=== cordic_phase_disc ===
## src/rtl/cordic_phase_disc.sv

```systemverilog
// Vectoring-mode CORDIC discriminator: I/Q in, phase / magnitude / per-sample phase delta out.
// Define CORDIC_DISC_GAIN_COMP_EN to add a 1/K amplitude-correction register stage.
module cordic_phase_disc #(
  parameter int IDW   = 12,
  parameter int ODW   = IDW + 2,
  parameter int AW    = 20,
  parameter int STAGE = 16
) (
  input  logic             clk,
  input  logic             rst_n,
  input  logic             pi_dv,
  input  logic [IDW-1:0]   pi_x,
  input  logic [IDW-1:0]   pi_y,
  input  logic [ODW-1:0]   sq_thr,
  output logic             po_dv,
  output logic [AW-1:0]    po_phase,
  output logic [ODW-1:0]   po_amp,
  output logic [AW-1:0]    po_freq,
  output logic             po_freq_vld
);

  // Fractional guard bits below the integer LSB keep shift truncation from biasing the angle.
  localparam int GB = 10;
  localparam int DW = ODW + GB;
  localparam logic signed [DW-1:0] HALF_LSB = DW'(1 << (GB - 1));

  // Arctangent table held in a 2^32-per-turn scale, rescaled and rounded to AW bits.
  function automatic logic [AW-1:0] atan_lut(input int i);
    logic [63:0] t;
    case (i)
      0:  t = 64'd536870912;
      1:  t = 64'd316933406;
      2:  t = 64'd167458907;
      3:  t = 64'd85004756;
      4:  t = 64'd42667331;
      5:  t = 64'd21354465;
      6:  t = 64'd10679838;
      7:  t = 64'd5340245;
      8:  t = 64'd2670163;
      9:  t = 64'd1335087;
      10: t = 64'd667544;
      11: t = 64'd333772;
      12: t = 64'd166886;
      13: t = 64'd83443;
      14: t = 64'd41722;
      15: t = 64'd20861;
      16: t = 64'd10430;
      17: t = 64'd5215;
      18: t = 64'd2608;
      19: t = 64'd1304;
      default: t = 64'd0;
    endcase
    t = (t + (64'd1 << (31 - AW))) >> (32 - AW);
    return t[AW-1:0];
  endfunction

  logic signed [DW-1:0] x_q    [0:STAGE];
  logic signed [DW-1:0] y_q    [0:STAGE];
  logic [AW-1:0]        z_q    [0:STAGE];
  logic                 dv_q   [0:STAGE];
  logic                 zero_q [0:STAGE];

  logic signed [DW-1:0] x_ext;
  logic signed [DW-1:0] y_ext;
  logic signed [DW-1:0] x0_d;
  logic signed [DW-1:0] y0_d;
  logic [AW-1:0]        z0_d;
  logic                 zero0_d;

  // Pre-rotation folds the left half-plane onto the right by adding half a turn.
  always_comb begin
    x_ext   = {{(ODW-IDW){pi_x[IDW-1]}}, pi_x, {GB{1'b0}}};
    y_ext   = {{(ODW-IDW){pi_y[IDW-1]}}, pi_y, {GB{1'b0}}};
    zero0_d = (pi_x == '0) && (pi_y == '0);
    x0_d    = x_ext;
    y0_d    = y_ext;
    z0_d    = '0;
    if (x_ext[DW-1]) begin
      x0_d = -x_ext;
      y0_d = -y_ext;
      z0_d = {1'b1, {(AW-1){1'b0}}};
    end
  end

  always_ff @(posedge clk) begin
    if (!rst_n) begin
      x_q[0]    <= '0;
      y_q[0]    <= '0;
      z_q[0]    <= '0;
      dv_q[0]   <= 1'b0;
      zero_q[0] <= 1'b0;
    end else begin
      x_q[0]    <= x0_d;
      y_q[0]    <= y0_d;
      z_q[0]    <= z0_d;
      dv_q[0]   <= pi_dv;
      zero_q[0] <= zero0_d;
    end
  end

  genvar gi;
  generate
    for (gi = 1; gi <= STAGE; gi++) begin : g_stage
      localparam logic [AW-1:0] ATAN_C = atan_lut(gi - 1);
      logic signed [DW-1:0] x_d;
      logic signed [DW-1:0] y_d;
      logic [AW-1:0]        z_d;

      // Rotate toward the x axis; z accumulates the angle removed.
      always_comb begin
        if (y_q[gi-1][DW-1]) begin
          x_d = x_q[gi-1] - (y_q[gi-1] >>> (gi - 1));
          y_d = y_q[gi-1] + (x_q[gi-1] >>> (gi - 1));
          z_d = z_q[gi-1] - ATAN_C;
        end else begin
          x_d = x_q[gi-1] + (y_q[gi-1] >>> (gi - 1));
          y_d = y_q[gi-1] - (x_q[gi-1] >>> (gi - 1));
          z_d = z_q[gi-1] + ATAN_C;
        end
      end

      always_ff @(posedge clk) begin
        if (!rst_n) begin
          x_q[gi]    <= '0;
          y_q[gi]    <= '0;
          z_q[gi]    <= '0;
          dv_q[gi]   <= 1'b0;
          zero_q[gi] <= 1'b0;
        end else begin
          x_q[gi]    <= x_d;
          y_q[gi]    <= y_d;
          z_q[gi]    <= z_d;
          dv_q[gi]   <= dv_q[gi-1];
          zero_q[gi] <= zero_q[gi-1];
        end
      end
    end
  endgenerate

  logic [ODW-1:0] amp_raw;
  logic [AW-1:0]  phase_raw;

  // A zero vector leaves z at the table sum, so it is forced to a defined 0.
  always_comb begin
    amp_raw   = '0;
    phase_raw = '0;
    if (!zero_q[STAGE]) begin
      phase_raw = z_q[STAGE];
      if (!x_q[STAGE][DW-1]) begin
        amp_raw = ODW'((x_q[STAGE] + HALF_LSB) >>> GB);
      end
    end
  end

  logic [ODW-1:0] amp_pre;
  logic [AW-1:0]  phase_pre;
  logic           dv_pre;

`ifdef CORDIC_DISC_GAIN_COMP_EN
  logic [ODW-1:0] g_amp_d;
  logic [ODW-1:0] g_amp_q;
  logic [AW-1:0]  g_phase_q;
  logic           g_dv_q;

  // 19898 / 2^15 ~= 1/K for the accumulated micro-rotation gain.
  always_comb begin
    g_amp_d = ODW'(((ODW+15)'(amp_raw) * (ODW+15)'(19898) + (ODW+15)'(1 << 14)) >> 15);
  end

  always_ff @(posedge clk) begin
    if (!rst_n) begin
      g_amp_q   <= '0;
      g_phase_q <= '0;
      g_dv_q    <= 1'b0;
    end else begin
      g_amp_q   <= g_amp_d;
      g_phase_q <= phase_raw;
      g_dv_q    <= dv_q[STAGE];
    end
  end

  assign amp_pre   = g_amp_q;
  assign phase_pre = g_phase_q;
  assign dv_pre    = g_dv_q;
`else
  assign amp_pre   = amp_raw;
  assign phase_pre = phase_raw;
  assign dv_pre    = dv_q[STAGE];
`endif

  logic           po_dv_d,    po_dv_q;
  logic [AW-1:0]  po_phase_d, po_phase_q;
  logic [ODW-1:0] po_amp_d,   po_amp_q;
  logic [AW-1:0]  po_freq_d,  po_freq_q;
  logic           po_fvld_d,  po_fvld_q;
  logic [AW-1:0]  hist_d,     hist_q;
  logic           hist_vld_d, hist_vld_q;
  logic           squelch;

  // Bubbles leave history untouched; a squelched sample breaks the history chain.
  always_comb begin
    squelch    = (sq_thr != '0) && (amp_pre < sq_thr);
    po_dv_d    = dv_pre;
    po_phase_d = po_phase_q;
    po_amp_d   = po_amp_q;
    po_freq_d  = po_freq_q;
    po_fvld_d  = 1'b0;
    hist_d     = hist_q;
    hist_vld_d = hist_vld_q;
    if (dv_pre) begin
      po_phase_d = phase_pre;
      po_amp_d   = amp_pre;
      if (squelch) begin
        po_freq_d  = '0;
        hist_vld_d = 1'b0;
      end else begin
        po_freq_d  = phase_pre - hist_q;
        po_fvld_d  = hist_vld_q;
        hist_d     = phase_pre;
        hist_vld_d = 1'b1;
      end
    end
  end

  always_ff @(posedge clk) begin
    if (!rst_n) begin
      po_dv_q    <= 1'b0;
      po_phase_q <= '0;
      po_amp_q   <= '0;
      po_freq_q  <= '0;
      po_fvld_q  <= 1'b0;
      hist_q     <= '0;
      hist_vld_q <= 1'b0;
    end else begin
      po_dv_q    <= po_dv_d;
      po_phase_q <= po_phase_d;
      po_amp_q   <= po_amp_d;
      po_freq_q  <= po_freq_d;
      po_fvld_q  <= po_fvld_d;
      hist_q     <= hist_d;
      hist_vld_q <= hist_vld_d;
    end
  end

  assign po_dv       = po_dv_q;
  assign po_phase    = po_phase_q;
  assign po_amp      = po_amp_q;
  assign po_freq     = po_freq_q;
  assign po_freq_vld = po_fvld_q;

endmodule

```

## config.mk

```make
export PLATFORM = sky130hd
export DESIGN_NAME = cordic_phase_disc
export DESIGN_NICKNAME = d
export VERILOG_FILES = /design/src/rtl/cordic_phase_disc.sv
export SDC_FILE = /design/constraint.sdc
export NUM_CORES = 2
export LEC_CHECK = 0
export CORE_ASPECT_RATIO = 1.2
export CORE_MARGIN = 2
export CORE_UTILIZATION = 50
export CTS_BUF_LIST = sky130_fd_sc_hd__clkbuf_8
export CTS_CLUSTER_DIAMETER = 200
export CTS_CLUSTER_SIZE = 10
export DETAILED_ROUTE_END_ITERATION = 6
export MAX_ROUTING_LAYER = met4
export PLACE_DENSITY = 0.71
export SLEW_MARGIN = 15
export SYNTH_ARGS = -nofsm -noshare
export SYNTH_HDL_FRONTEND = slang
export SYNTH_SLANG_ARGS = --single-unit
export TNS_END_PERCENT = 20
```

## constraint.sdc

```tcl
create_clock -name clk -period 5.8 [get_ports clk]
set_input_delay 1.16 -clock clk [delete_from_list [all_inputs] [get_ports clk]]
set_output_delay 1.16 -clock clk [all_outputs]
set_load 0.02 [all_outputs]
```

=== ctr_pr_tc ===
**config.mk**
```make
export PLATFORM = sky130hd
export DESIGN_NAME = ctr_pr_tc
export DESIGN_NICKNAME = d
export VERILOG_FILES = /design/src/rtl/ctr_pr_tc.sv
export SDC_FILE = /design/constraint.sdc
export NUM_CORES = 1
export LEC_CHECK = 0
export CAP_MARGIN = 20
export CORE_AREA = 8 8 45 47
export DETAILED_ROUTE_END_ITERATION = 7
export DIE_AREA = 0 0 53 55
export DONT_BUFFER_PORTS = 1
export PLACE_DENSITY = 0.55
export RECOVER_POWER = 50
export SETUP_SLACK_MARGIN = 0.3
export SLEW_MARGIN = 20
export SYNTH_ARGS = -nofsm -noshare
export SYNTH_HDL_FRONTEND = slang
export SYNTH_SLANG_ARGS = --single-unit
```
**constraint.sdc**
```tcl
create_clock -name clk -period 2.55 [get_ports clk]
set_input_delay 0.255 -clock clk [delete_from_list [all_inputs] [get_ports clk]]
set_output_delay 0.255 -clock clk [all_outputs]
set_load 0.05 [all_outputs]
```
**src/rtl/ctr_pr_tc.sv**
```systemverilog
// Pseudo-random counter: n-bit shift register with 4-input LUT feedback,
// runtime seed load, terminal-count pulse, optional auto-reload and zero-state guard.
module ctr_pr_tc #(
  parameter int          n        = 5,
  parameter logic [15:0] lut_data = 16'h6996,
  parameter int          t3       = 4,
  parameter int          t2       = 3,
  parameter int          t1       = 1,
  parameter int          t0       = 0,
  parameter logic [n-1:0] SEED    = {{(n-1){1'b0}}, 1'b1},
  parameter bit          ZG       = 1'b1
) (
  input  logic         clk,
  input  logic         rst,
  input  logic         inc,
  input  logic         ld,
  input  logic [n-1:0] seed,
  input  logic [n-1:0] tc_val,
  input  logic         reload_en,
  output logic [n-1:0] out,
  output logic         tc
);

  if (n < 5 || n > 24 || t0 >= n || t1 >= n || t2 >= n || t3 >= n ||
      t0 < 0 || t1 < 0 || t2 < 0 || t3 < 0) begin : g_param_check
    $fatal(1, "ctr_pr_tc: n must be 5..24 and taps t0..t3 must be in 0..n-1");
  end

  logic [n-1:0] out_q, out_d;
  logic         tc_q, tc_d;
  logic [3:0]   idx;
  logic         fb;
  logic [n-1:0] step;

  assign idx  = {out_q[t3], out_q[t2], out_q[t1], out_q[t0]};
  // An all-zero register would lock up an LFSR; the guard forces a 1 in.
  assign fb   = (ZG && (out_q == '0)) ? 1'b1 : lut_data[idx];
  assign step = {out_q[n-2:0], fb};

  always_comb begin
    out_d = out_q;
    tc_d  = 1'b0;
    if (ld) begin
      out_d = seed;
    end else if (inc) begin
      if (out_q == tc_val) begin
        tc_d  = 1'b1;
        out_d = reload_en ? seed : step;
      end else begin
        out_d = step;
      end
    end
  end

  always_ff @(posedge clk) begin
    if (rst) begin
      out_q <= SEED;
      tc_q  <= 1'b0;
    end else begin
      out_q <= out_d;
      tc_q  <= tc_d;
    end
  end

  assign out = out_q;
  assign tc  = tc_q;

endmodule

```
=== pc_sequencer ===
==> config.mk <==
export PLATFORM = sky130hd
export DESIGN_NAME = pc_sequencer
export DESIGN_NICKNAME = d
export VERILOG_FILES = /design/src/rtl/pc_sequencer.sv
export SDC_FILE = /design/constraint.sdc
export NUM_CORES = 1
export LEC_CHECK = 0
export CAP_MARGIN = 25
export CORE_UTILIZATION = 46
export CTS_CLUSTER_SIZE = 25
export DETAILED_ROUTE_END_ITERATION = 8
export PLACE_DENSITY_LB_ADDON = 0.05
export SETUP_SLACK_MARGIN = 0.05
export SLEW_MARGIN = 20
export SYNTH_ARGS = -nofsm -noshare
export SYNTH_HDL_FRONTEND = slang
export SYNTH_SLANG_ARGS = --single-unit
==> constraint.sdc <==
create_clock -name clk -period 3.4 [get_ports clk]
set_clock_uncertainty 0.2 [all_clocks]
set_input_delay 0.51 -clock clk [delete_from_list [all_inputs] [get_ports clk]]
set_output_delay 0.51 -clock clk [all_outputs]
set_load 0.03 [all_outputs]
==> src/rtl/pc_sequencer.sv <==
// -----------------------------------------------------------------------------
// pc_sequencer
//
// Program-counter stage that sits directly after the termination-detect logic.
// It owns the architectural PC and steps it through a RUN / FLUSH / HALT state
// machine. It acts on these requests:
//   - freeze (ebreak): halt with the PC still pointing at the ebreak.
//   - reset_PC (ecall/fence): flush the pipeline, then restart at RESET_VECTOR.
//   - stall: hold the PC.
//   - branch: redirect the PC.
//
// Optional feature (macro PC_PERF_CNT_EN):
//   When the macro is defined, cycle_cnt and instret_cnt are live performance
//   counters. When it is not defined, both ports are tied to zero and no
//   counter flops exist.
//
// Parameters:
//   XLEN          PC width in bits
//   RESET_VECTOR  PC loaded on rst and at the end of a restart
//   FLUSH_CYCLES  cycles of flush before a restart (0..15)
//
// Ports:
//   clk            in   rising-edge clock
//   rst            in   asynchronous, active-low reset
//   freeze         in   ebreak detected for the instruction at pc
//   reset_PC       in   ecall/fence detected for the instruction at pc
//   resume         in   leave HALT (single-cycle pulse)
//   stall          in   hold pc this cycle
//   branch_taken   in   redirect request
//   branch_target  in   redirect address (XLEN)
//   pc             out  fetch address, registered (XLEN)
//   pc_valid       out  pc is a live fetch (state RUN), decoded from state
//   flush          out  kill in-flight pipeline instructions, registered
//   halted         out  state HALT, decoded from state
//   misaligned     out  sticky: a taken branch had target[1:0] != 0
//   cycle_cnt      out  cycles spent outside HALT (32)
//   instret_cnt    out  RUN cycles in which pc advanced (32)
//   state_dbg      out  raw FSM state, for observation only
//
// Handshake note: every request input is a level sampled on the rising edge.
// There is no ready/acknowledge. A request that is dropped stays dropped. For
// example, a branch presented during a stall is ignored, and the requester
// must assert it again in a later cycle.
// -----------------------------------------------------------------------------
module pc_sequencer #(
  parameter int unsigned           XLEN         = 32,
  parameter logic [XLEN-1:0]       RESET_VECTOR = {XLEN{1'b0}},
  parameter int unsigned           FLUSH_CYCLES = 2
) (
  input  logic            clk,
  input  logic            rst,
  input  logic            freeze,
  input  logic            reset_PC,
  input  logic            resume,
  input  logic            stall,
  input  logic            branch_taken,
  input  logic [XLEN-1:0] branch_target,
  output logic [XLEN-1:0] pc,
  output logic            pc_valid,
  output logic            flush,
  output logic            halted,
  output logic            misaligned,
  output logic [31:0]     cycle_cnt,
  output logic [31:0]     instret_cnt,
  output logic [1:0]      state_dbg
);

  typedef enum logic [1:0] {
    ST_RUN   = 2'd0,
    ST_FLUSH = 2'd1,
    ST_HALT  = 2'd2
  } state_t;

  // The flush counter is loaded with FLUSH_CYCLES-1. The cycle that sees
  // cnt==0 is the last FLUSH cycle, so FLUSH lasts exactly FLUSH_CYCLES cycles.
  localparam logic [3:0] FLUSH_LOAD =
    (FLUSH_CYCLES == 0) ? 4'd0 : 4'(FLUSH_CYCLES - 1);

  localparam logic [XLEN-1:0] PC_STEP = XLEN'(4);

  state_t          state;
  logic [3:0]      cnt;
  logic [XLEN-1:0] pc_inc;
  logic [XLEN-1:0] br_aligned;

  // The increment wraps modulo 2^XLEN on its own; no flag is raised.
  assign pc_inc     = pc + PC_STEP;
  assign br_aligned = {branch_target[XLEN-1:2], 2'b00};

  // These outputs decode the state register directly, with no extra flop.
  assign pc_valid  = (state == ST_RUN);
  assign halted    = (state == ST_HALT);
  assign state_dbg = state;

  // ---------------------------------------------------------------------------
  // Main FSM. Holds the PC, the flush strobe, the sticky misaligned flag and
  // the flush counter.
  // ---------------------------------------------------------------------------
  always_ff @(posedge clk or negedge rst) begin
    if (!rst) begin
      state      <= ST_RUN;
      pc         <= RESET_VECTOR;
      flush      <= 1'b0;
      misaligned <= 1'b0;
      cnt        <= 4'd0;
    end else begin
      case (state)
        ST_RUN: begin
          if (reset_PC) begin
            // reset_PC outranks freeze when both arrive in the same cycle.
            if (FLUSH_CYCLES == 0) begin
              // With no flush window, load the vector at once. Flush still
              // pulses so the pipeline drops the ecall/fence.
              pc    <= RESET_VECTOR;
              flush <= 1'b1;
            end else begin
              state <= ST_FLUSH;
              cnt   <= FLUSH_LOAD;
              flush <= 1'b1;
            end
          end else if (freeze) begin
            // PC keeps pointing at the ebreak. Any resume in this same cycle is
            // dropped because it is only looked at once the FSM is in HALT.
            state <= ST_HALT;
            flush <= 1'b1;
          end else if (stall) begin
            // A branch in this cycle is dropped; the requester re-asserts it.
            flush <= 1'b0;
          end else if (branch_taken) begin
            pc    <= br_aligned;
            flush <= 1'b1;
            if (branch_target[1:0] != 2'b00) begin
              misaligned <= 1'b1;
            end
          end else begin
            pc    <= pc_inc;
            flush <= 1'b0;
          end
        end

        ST_FLUSH: begin
          // Only rst can interrupt the flush window.
          if (cnt == 4'd0) begin
            pc    <= RESET_VECTOR;
            state <= ST_RUN;
            flush <= 1'b0;
          end else begin
            cnt   <= cnt - 4'd1;
            flush <= 1'b1;
          end
        end

        ST_HALT: begin
          // Flush is only a pulse on the entry cycle. Every input except
          // resume is ignored here.
          flush <= 1'b0;
          if (resume) begin
            pc    <= pc_inc;
            state <= ST_RUN;
          end
        end

        default: begin
          state <= ST_RUN;
          flush <= 1'b0;
        end
      endcase
    end
  end

`ifdef PC_PERF_CNT_EN
  // ---------------------------------------------------------------------------
  // Performance counters.
  // instret_cnt counts a RUN cycle in which pc takes a new value: a sequential
  // step, a branch redirect, or a vector load. The restart load that ends
  // FLUSH also counts. Stalls, the freeze cycle and a deferred reset_PC do not
  // count, and neither does any cycle spent in HALT.
  // ---------------------------------------------------------------------------
  logic advance;

  always_comb begin
    advance = 1'b0;
    case (state)
      ST_RUN: begin
        if (reset_PC) begin
          advance = (FLUSH_CYCLES == 0);
        end else begin
          advance = !freeze && !stall;
        end
      end
      ST_FLUSH: advance = (cnt == 4'd0);
      default:  advance = 1'b0;
    endcase
  end

  always_ff @(posedge clk or negedge rst) begin
    if (!rst) begin
      cycle_cnt   <= 32'd0;
      instret_cnt <= 32'd0;
    end else begin
      if (state != ST_HALT) begin
        cycle_cnt <= cycle_cnt + 32'd1;
      end
      if (advance) begin
        instret_cnt <= instret_cnt + 32'd1;
      end
    end
  end
`else
  assign cycle_cnt   = 32'd0;
  assign instret_cnt = 32'd0;
`endif

endmodule

=== packet_buffer_read_arbiter ===
## config.mk

```make
export PLATFORM = sky130hd
export DESIGN_NAME = packet_buffer_read_arbiter
export DESIGN_NICKNAME = d
export VERILOG_FILES = /design/src/rtl/packet_buffer_read_arbiter.sv
export SDC_FILE = /design/constraint.sdc
export NUM_CORES = 1
export LEC_CHECK = 0
export ABC_CLOCK_PERIOD_IN_PS = 2900
export CAP_MARGIN = 20
export CELL_PAD_IN_SITES_DETAIL_PLACEMENT = 1
export CELL_PAD_IN_SITES_GLOBAL_PLACEMENT = 1
export CORE_UTILIZATION = 40
export DETAILED_ROUTE_END_ITERATION = 10
export PLACE_DENSITY_LB_ADDON = 0.2
export REMOVE_ABC_BUFFERS = 1
export SYNTH_ARGS = -nofsm -noshare
export SYNTH_HDL_FRONTEND = slang
export SYNTH_SLANG_ARGS = --single-unit
```

## constraint.sdc

```tcl
create_clock -name clk -period 2.9 [get_ports clk]
set_clock_uncertainty 0.1 [all_clocks]
set_input_delay 0.58 -clock clk [delete_from_list [all_inputs] [get_ports clk]]
set_output_delay 0.58 -clock clk [all_outputs]
set_load 0.05 [all_outputs]
```

## src/rtl/packet_buffer_read_arbiter.sv

```systemverilog
// Round-robin arbiter sharing the packet buffer RAM driver read port
// between NUM_REQ streaming readers. One RAM read is outstanding at a time.
// Each response is routed back to its owner. A watchdog aborts reads that
// never receive a response.
module packet_buffer_read_arbiter #(
    parameter int NUM_REQ    = 2,
    parameter int ADDR_WIDTH = 12,
    parameter int WORD_LEN   = 8,
    parameter int TIMEOUT    = 16
) (
    input  logic                          clk,
    input  logic                          rst,
    input  logic [NUM_REQ-1:0]            rd_req,
    input  logic [NUM_REQ*ADDR_WIDTH-1:0] rd_addr,
    output logic [NUM_REQ-1:0]            rd_busy,
    output logic [NUM_REQ-1:0]            rd_outclk,
    output logic [WORD_LEN-1:0]           rd_out,
    output logic [NUM_REQ-1:0]            rd_err,
    output logic [NUM_REQ-1:0]            overflow,
    output logic                          ram_readclk,
    output logic [ADDR_WIDTH-1:0]         ram_raddr,
    input  logic                          ram_outclk,
    input  logic [WORD_LEN-1:0]           ram_out
);

    localparam int PW = (NUM_REQ > 1) ? $clog2(NUM_REQ) : 1;
    localparam int CW = $clog2(TIMEOUT);

    typedef enum logic {IDLE, WAIT} state_t;

    state_t                state;
    logic [NUM_REQ-1:0]    pending;
    logic [ADDR_WIDTH-1:0] addr_q   [NUM_REQ];
    logic [ADDR_WIDTH-1:0] req_addr [NUM_REQ];
    logic [PW-1:0]         ptr;
    logic [PW-1:0]         owner;
    logic [CW-1:0]         cnt;

    logic [NUM_REQ-1:0]    accept;
    logic [NUM_REQ-1:0]    cand;
    logic                  grant_found;
    logic [PW-1:0]         grant_idx;
    logic [ADDR_WIDTH-1:0] grant_addr;
    logic [NUM_REQ-1:0]    owner_mask;
    logic [NUM_REQ-1:0]    grant_mask;
    logic                  done;
    logic [NUM_REQ-1:0]    busy_next;
    logic [NUM_REQ-1:0]    pending_next;
    int unsigned           idx;

    // Unpack the per-requester address slices
    always_comb begin
        for (int unsigned i = 0; i < NUM_REQ; i++) begin
            req_addr[i] = rd_addr[i*ADDR_WIDTH +: ADDR_WIDTH];
        end
    end

    // Acceptance, round-robin search from ptr+1 with wrap, and next busy/pending
    always_comb begin
        accept      = rd_req & ~rd_busy;
        cand        = pending | accept;
        grant_found = 1'b0;
        grant_idx   = '0;
        idx         = 0;
        for (int unsigned k = 1; k <= NUM_REQ; k++) begin
            idx = 32'(ptr) + k;
            if (idx >= NUM_REQ) begin
                idx = idx - NUM_REQ;
            end
            if (!grant_found && cand[idx[PW-1:0]]) begin
                grant_found = 1'b1;
                grant_idx   = idx[PW-1:0];
            end
        end
        // A pending slot is always busy, so it cannot also be accepted this cycle
        grant_addr = pending[grant_idx] ? addr_q[grant_idx] : req_addr[grant_idx];
        owner_mask = '0;
        grant_mask = '0;
        for (int unsigned i = 0; i < NUM_REQ; i++) begin
            owner_mask[i] = (owner == PW'(i));
            grant_mask[i] = grant_found && (grant_idx == PW'(i));
        end
        done         = (state == WAIT) && (ram_outclk || (cnt == CW'(TIMEOUT - 1)));
        busy_next    = (rd_busy & ~(done ? owner_mask : '0)) | accept;
        pending_next = cand & ~((state == IDLE) ? grant_mask : '0);
    end

    // Arbitration FSM with registered outputs
    always_ff @(posedge clk) begin
        if (rst) begin
            state       <= IDLE;
            pending     <= '0;
            ptr         <= PW'(NUM_REQ - 1);
            owner       <= '0;
            cnt         <= '0;
            for (int unsigned i = 0; i < NUM_REQ; i++) begin
                addr_q[i] <= '0;
            end
            rd_busy     <= '0;
            rd_outclk   <= '0;
            rd_out      <= '0;
            rd_err      <= '0;
            overflow    <= '0;
            ram_readclk <= 1'b0;
            ram_raddr   <= '0;
        end else begin
            rd_outclk   <= '0;
            rd_err      <= '0;
            ram_readclk <= 1'b0;
            rd_busy     <= busy_next;
            pending     <= pending_next;
            overflow    <= overflow | (rd_req & rd_busy);
            for (int unsigned i = 0; i < NUM_REQ; i++) begin
                if (accept[i]) begin
                    addr_q[i] <= req_addr[i];
                end
            end
            case (state)
                IDLE: begin
                    if (grant_found) begin
                        ram_readclk <= 1'b1;
                        ram_raddr   <= grant_addr;
                        owner       <= grant_idx;
                        ptr         <= grant_idx;
                        cnt         <= '0;
                        state       <= WAIT;
                    end
                end
                WAIT: begin
                    cnt <= cnt + 1'b1;
                    if (ram_outclk) begin
                        rd_outclk <= owner_mask;
                        rd_out    <= ram_out;
                        state     <= IDLE;
                    end else if (done) begin
                        rd_err <= owner_mask;
                        state  <= IDLE;
                    end
                end
                default: state <= IDLE;
            endcase
        end
    end

endmodule

```

pc_sequencer, placement density heat map:
8 x 8 tiles, from white (low) to dark blue (high), 0 to 100% covered.
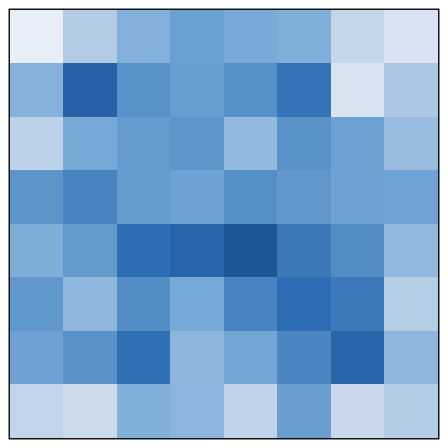
The fullest tile reaches 85%. The densest ninth of the die: center. The mean over all tiles is 51%. The emptiest ninth of the die: north-east. 9.4% of the tiles are over 75% full.
Finished Core Util: 57.8%
core region area: 6390 µm²
Initial Util: 48.2%

==> changes_impl.md, pc_sequencer <==
### Changed

* HP Class: in -> async
* Post-synth top flop: dfrtp_1
* Dominant logic cell types in the final layout: clkdlybuf4s50_1, conb_1, o21ai_0, dfrtp_1, a21oi_1
* Routed wire per std cell at 14.9 µm
* Tap cells at 77
* Slew @ Worst Pin at 1020 ps
* CTS Buf Count at 5
* Aoi share at 23.9%
* Worst flop-to-flop path startpoint: state_dbg[0]$_DFFE_PN0P_
* Post-synth EDFFs at 0
* Outcome: finished clean
* Fin area at 3690 µm²
* Max-slew violations at 0
* Crit path DAT at 2600 ps
* Logic share of the area at 47.2%
* Antenna viol nets, final at 0
* Final hold vios at 0
* Worst Setup EP: pc[30]$_DFFE_PN0P_
* Tool warnings at 28
* Critical Path RT at 3400 ps
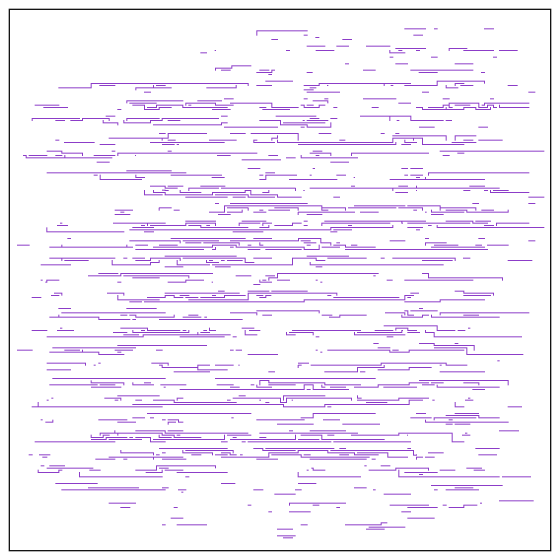
packet_buffer_read_arbiter: M1 wires
The wires run mostly horizontal. The layer holds 49% of the routed length. The longest straight run is 31.3 µm.
final wirelength: 6.76 mm
via count: 2204
grt met1 use: 29.3%

packet_buffer_read_arbiter, register map, names as in the netlist:
Other sequential cells in the stronger gray, the rest of the logic in the fainter gray.
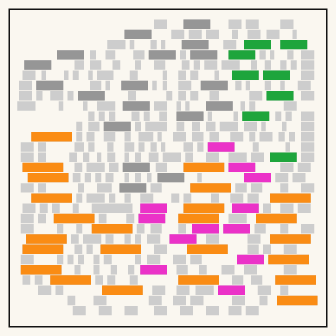
Green shows rd_out, flops 8, where north-east. Magenta shows ram_raddr, flops 12. Orange shows addr_q, flops 24.
Another 18 sequential cells are not colored.

==> changes_impl.md, packet_buffer_read_arbiter <==
### Changed

* Outcome: finished, violations left
* Failing checks: design-rule violations
* Dominant logic cell type in the layout: clkdlybuf4s50_1
* Post-synth top flop: dfxtp_1
* Final worst slack at 647 ps
* CP Buf/Inv Count at 1
* Largest net degree at the start of global routing at 25
* Core region area at 6420 µm²
* Seq. cell area at 1480 µm²
* Dominant logic cell types in the final layout: clkdlybuf4s50_1, dfxtp_1, a21oi_1, and2_1, edfxtp_1
* Multi-input gates at 178
* Initial DRT Pass Iterations at 7
* Routed wire per std cell at 16.6 µm
* Fin crit share at 77.7%
* Die area at 7060 µm²
* Synth unique cells at 39
* DRC at 10
* # nets final at 363
* Worst path top cell family by delay: buffers and inverters
* Worst flop-to-flop path startpoint: pending[1]$_SDFF_PP0_
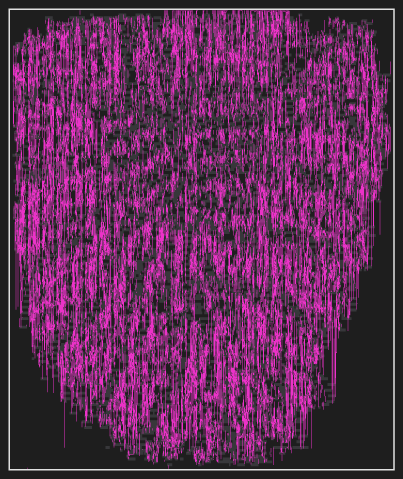
cordic_phase_disc: metal 2
The layer holds 51% of the routed length. 8987 nets have wire on it. The layer carries 100 mm of wire.

==> changes_impl.md, cordic_phase_disc <==
### Changed

* Yosys Chip Area at 77700 µm²
* Synthesis warning total at 0
* CP Buf/Inv Count at 1
* Post-synth EDFFs at 0
* Max-slew violations at 0
* Met3 wire length at 5.58 mm
* CP startpoint: x_q[4][4]$_SDFF_PN0_
* Largest Register: x_q
* Outcome: finished clean
* GR peak layer: met2
* Setup-failing EPs final at 0
* Main logic family: simple AND/OR/NAND/NOR gates
* Critical Path RT at 6560 ps
* Post-synth top flop: dfxtp_1
* Initial DRT Pass Iterations at 6
* Slew @ Worst Pin at 1070 ps
* WL met1 at 83.7 mm
* Flops at 1078
* Clock transition at path regs at 80 ps
* Worst-case clock buffer depth at 3
* Largest net degree at the start of global routing at 152
* Multi-input gates at 7770
* Hold Buf Count CTS at 0
* Top cells by area: dfxtp_1, ha_1, nor2_1, xnor2_1, xor2_1
* HP Class: reg -> reg
* Clock buf/inv share at 2.07%
* CP max stage delay at 430 ps
* Basic Gates by Area at 20.5%
ctr_pr_tc, placed standard cells:
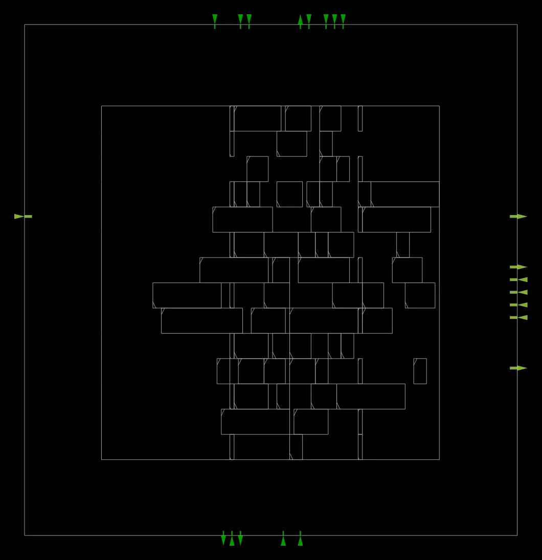
tap cells: 16
Fillers: 151
Finished Core Util: 36.5%
final cell count without fillers: 71
register share of the cell area: 27.7%

ctr_pr_tc, metal 2:
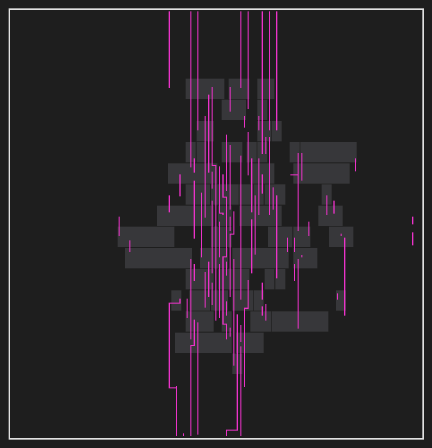
59 nets have wire on it. The layer carries 552 µm of wire.

==> changes_impl.md, ctr_pr_tc <==
### Changed

* Initial Util at 32.9%
* Post-synth top flop: dfxtp_1
* Cell total after placement at 67
* Ant. Diodes at 0
* Top routing layer used: met3
* Sum of negative setup slack at 0 ps
* Xor/xnor share at 16.8%
* Clock buf/inv share at 5.20%
* Unrepaired setup endpoints after global routing: no
* Synth top area share at 30.8%
* Synth Seq Share at 30.8%
* Outcome: finished clean
* IO Count at 21
* CTS Buf Count at 3
* Via/cell ratio at 5.24
* Synth unique cells at 27
* Total global routing overflow at 0
* Pre-CTS WS at 664 ps
* Routed wire per std cell at 14.4 µm
* Cell count after synthesis at 48
* Crit-path max FO at 4
* Final worst slack at 452 ps


==> notes/layouts.md <==
Pictures saved along the way, in no particular order.

Placement density heat map.
picture 1
18 x 22 tiles, from white (low) to dark blue (high), 0 to 100% covered.
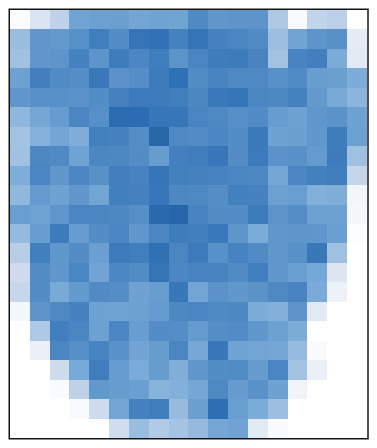
picture 2
11 x 11 tiles, from white (low) to dark blue (high), 0 to 100% covered.
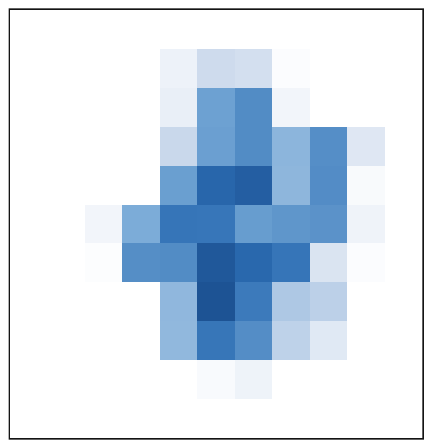
picture 3
8 x 8 tiles, from white (low) to dark blue (high), 0 to 100% covered.
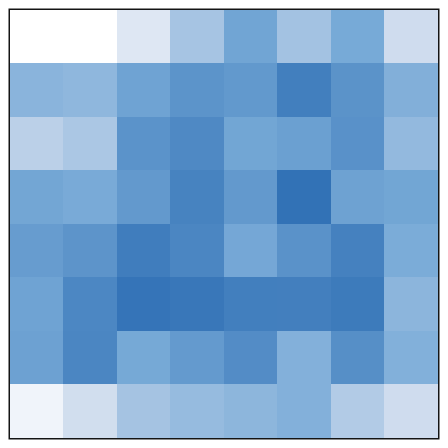
The one with the lowest utilization is picture 2.
| from | picture |
|---|---|
| packet_buffer_read_arbiter | picture 3 |
| cordic_phase_disc | picture 1 |
| ctr_pr_tc | picture 2 |


==> screenshots <==
Placed standard cells.
Plate I
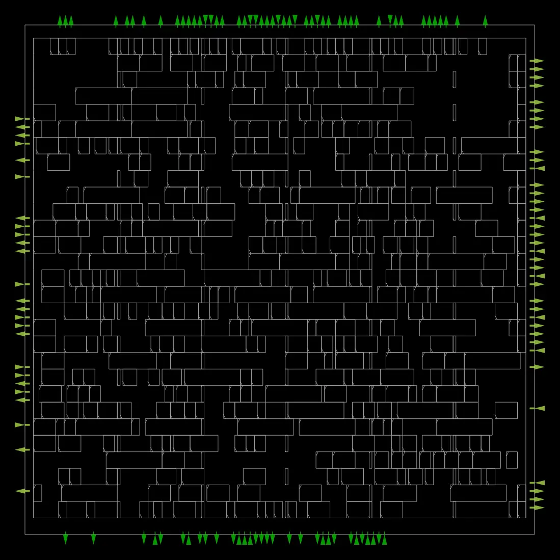
Plate II
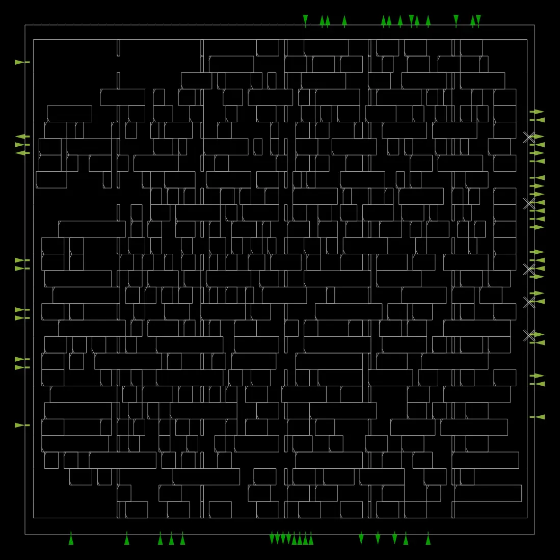
Plate III
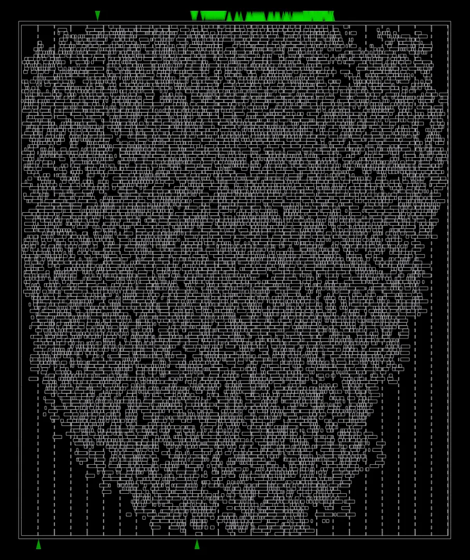
Plate I: pc_sequencer
Plate III: cordic_phase_disc
Plate II: packet_buffer_read_arbiter
The one with the most sequential cells is Plate III.
The one with the fewest sequential cells is Plate I.

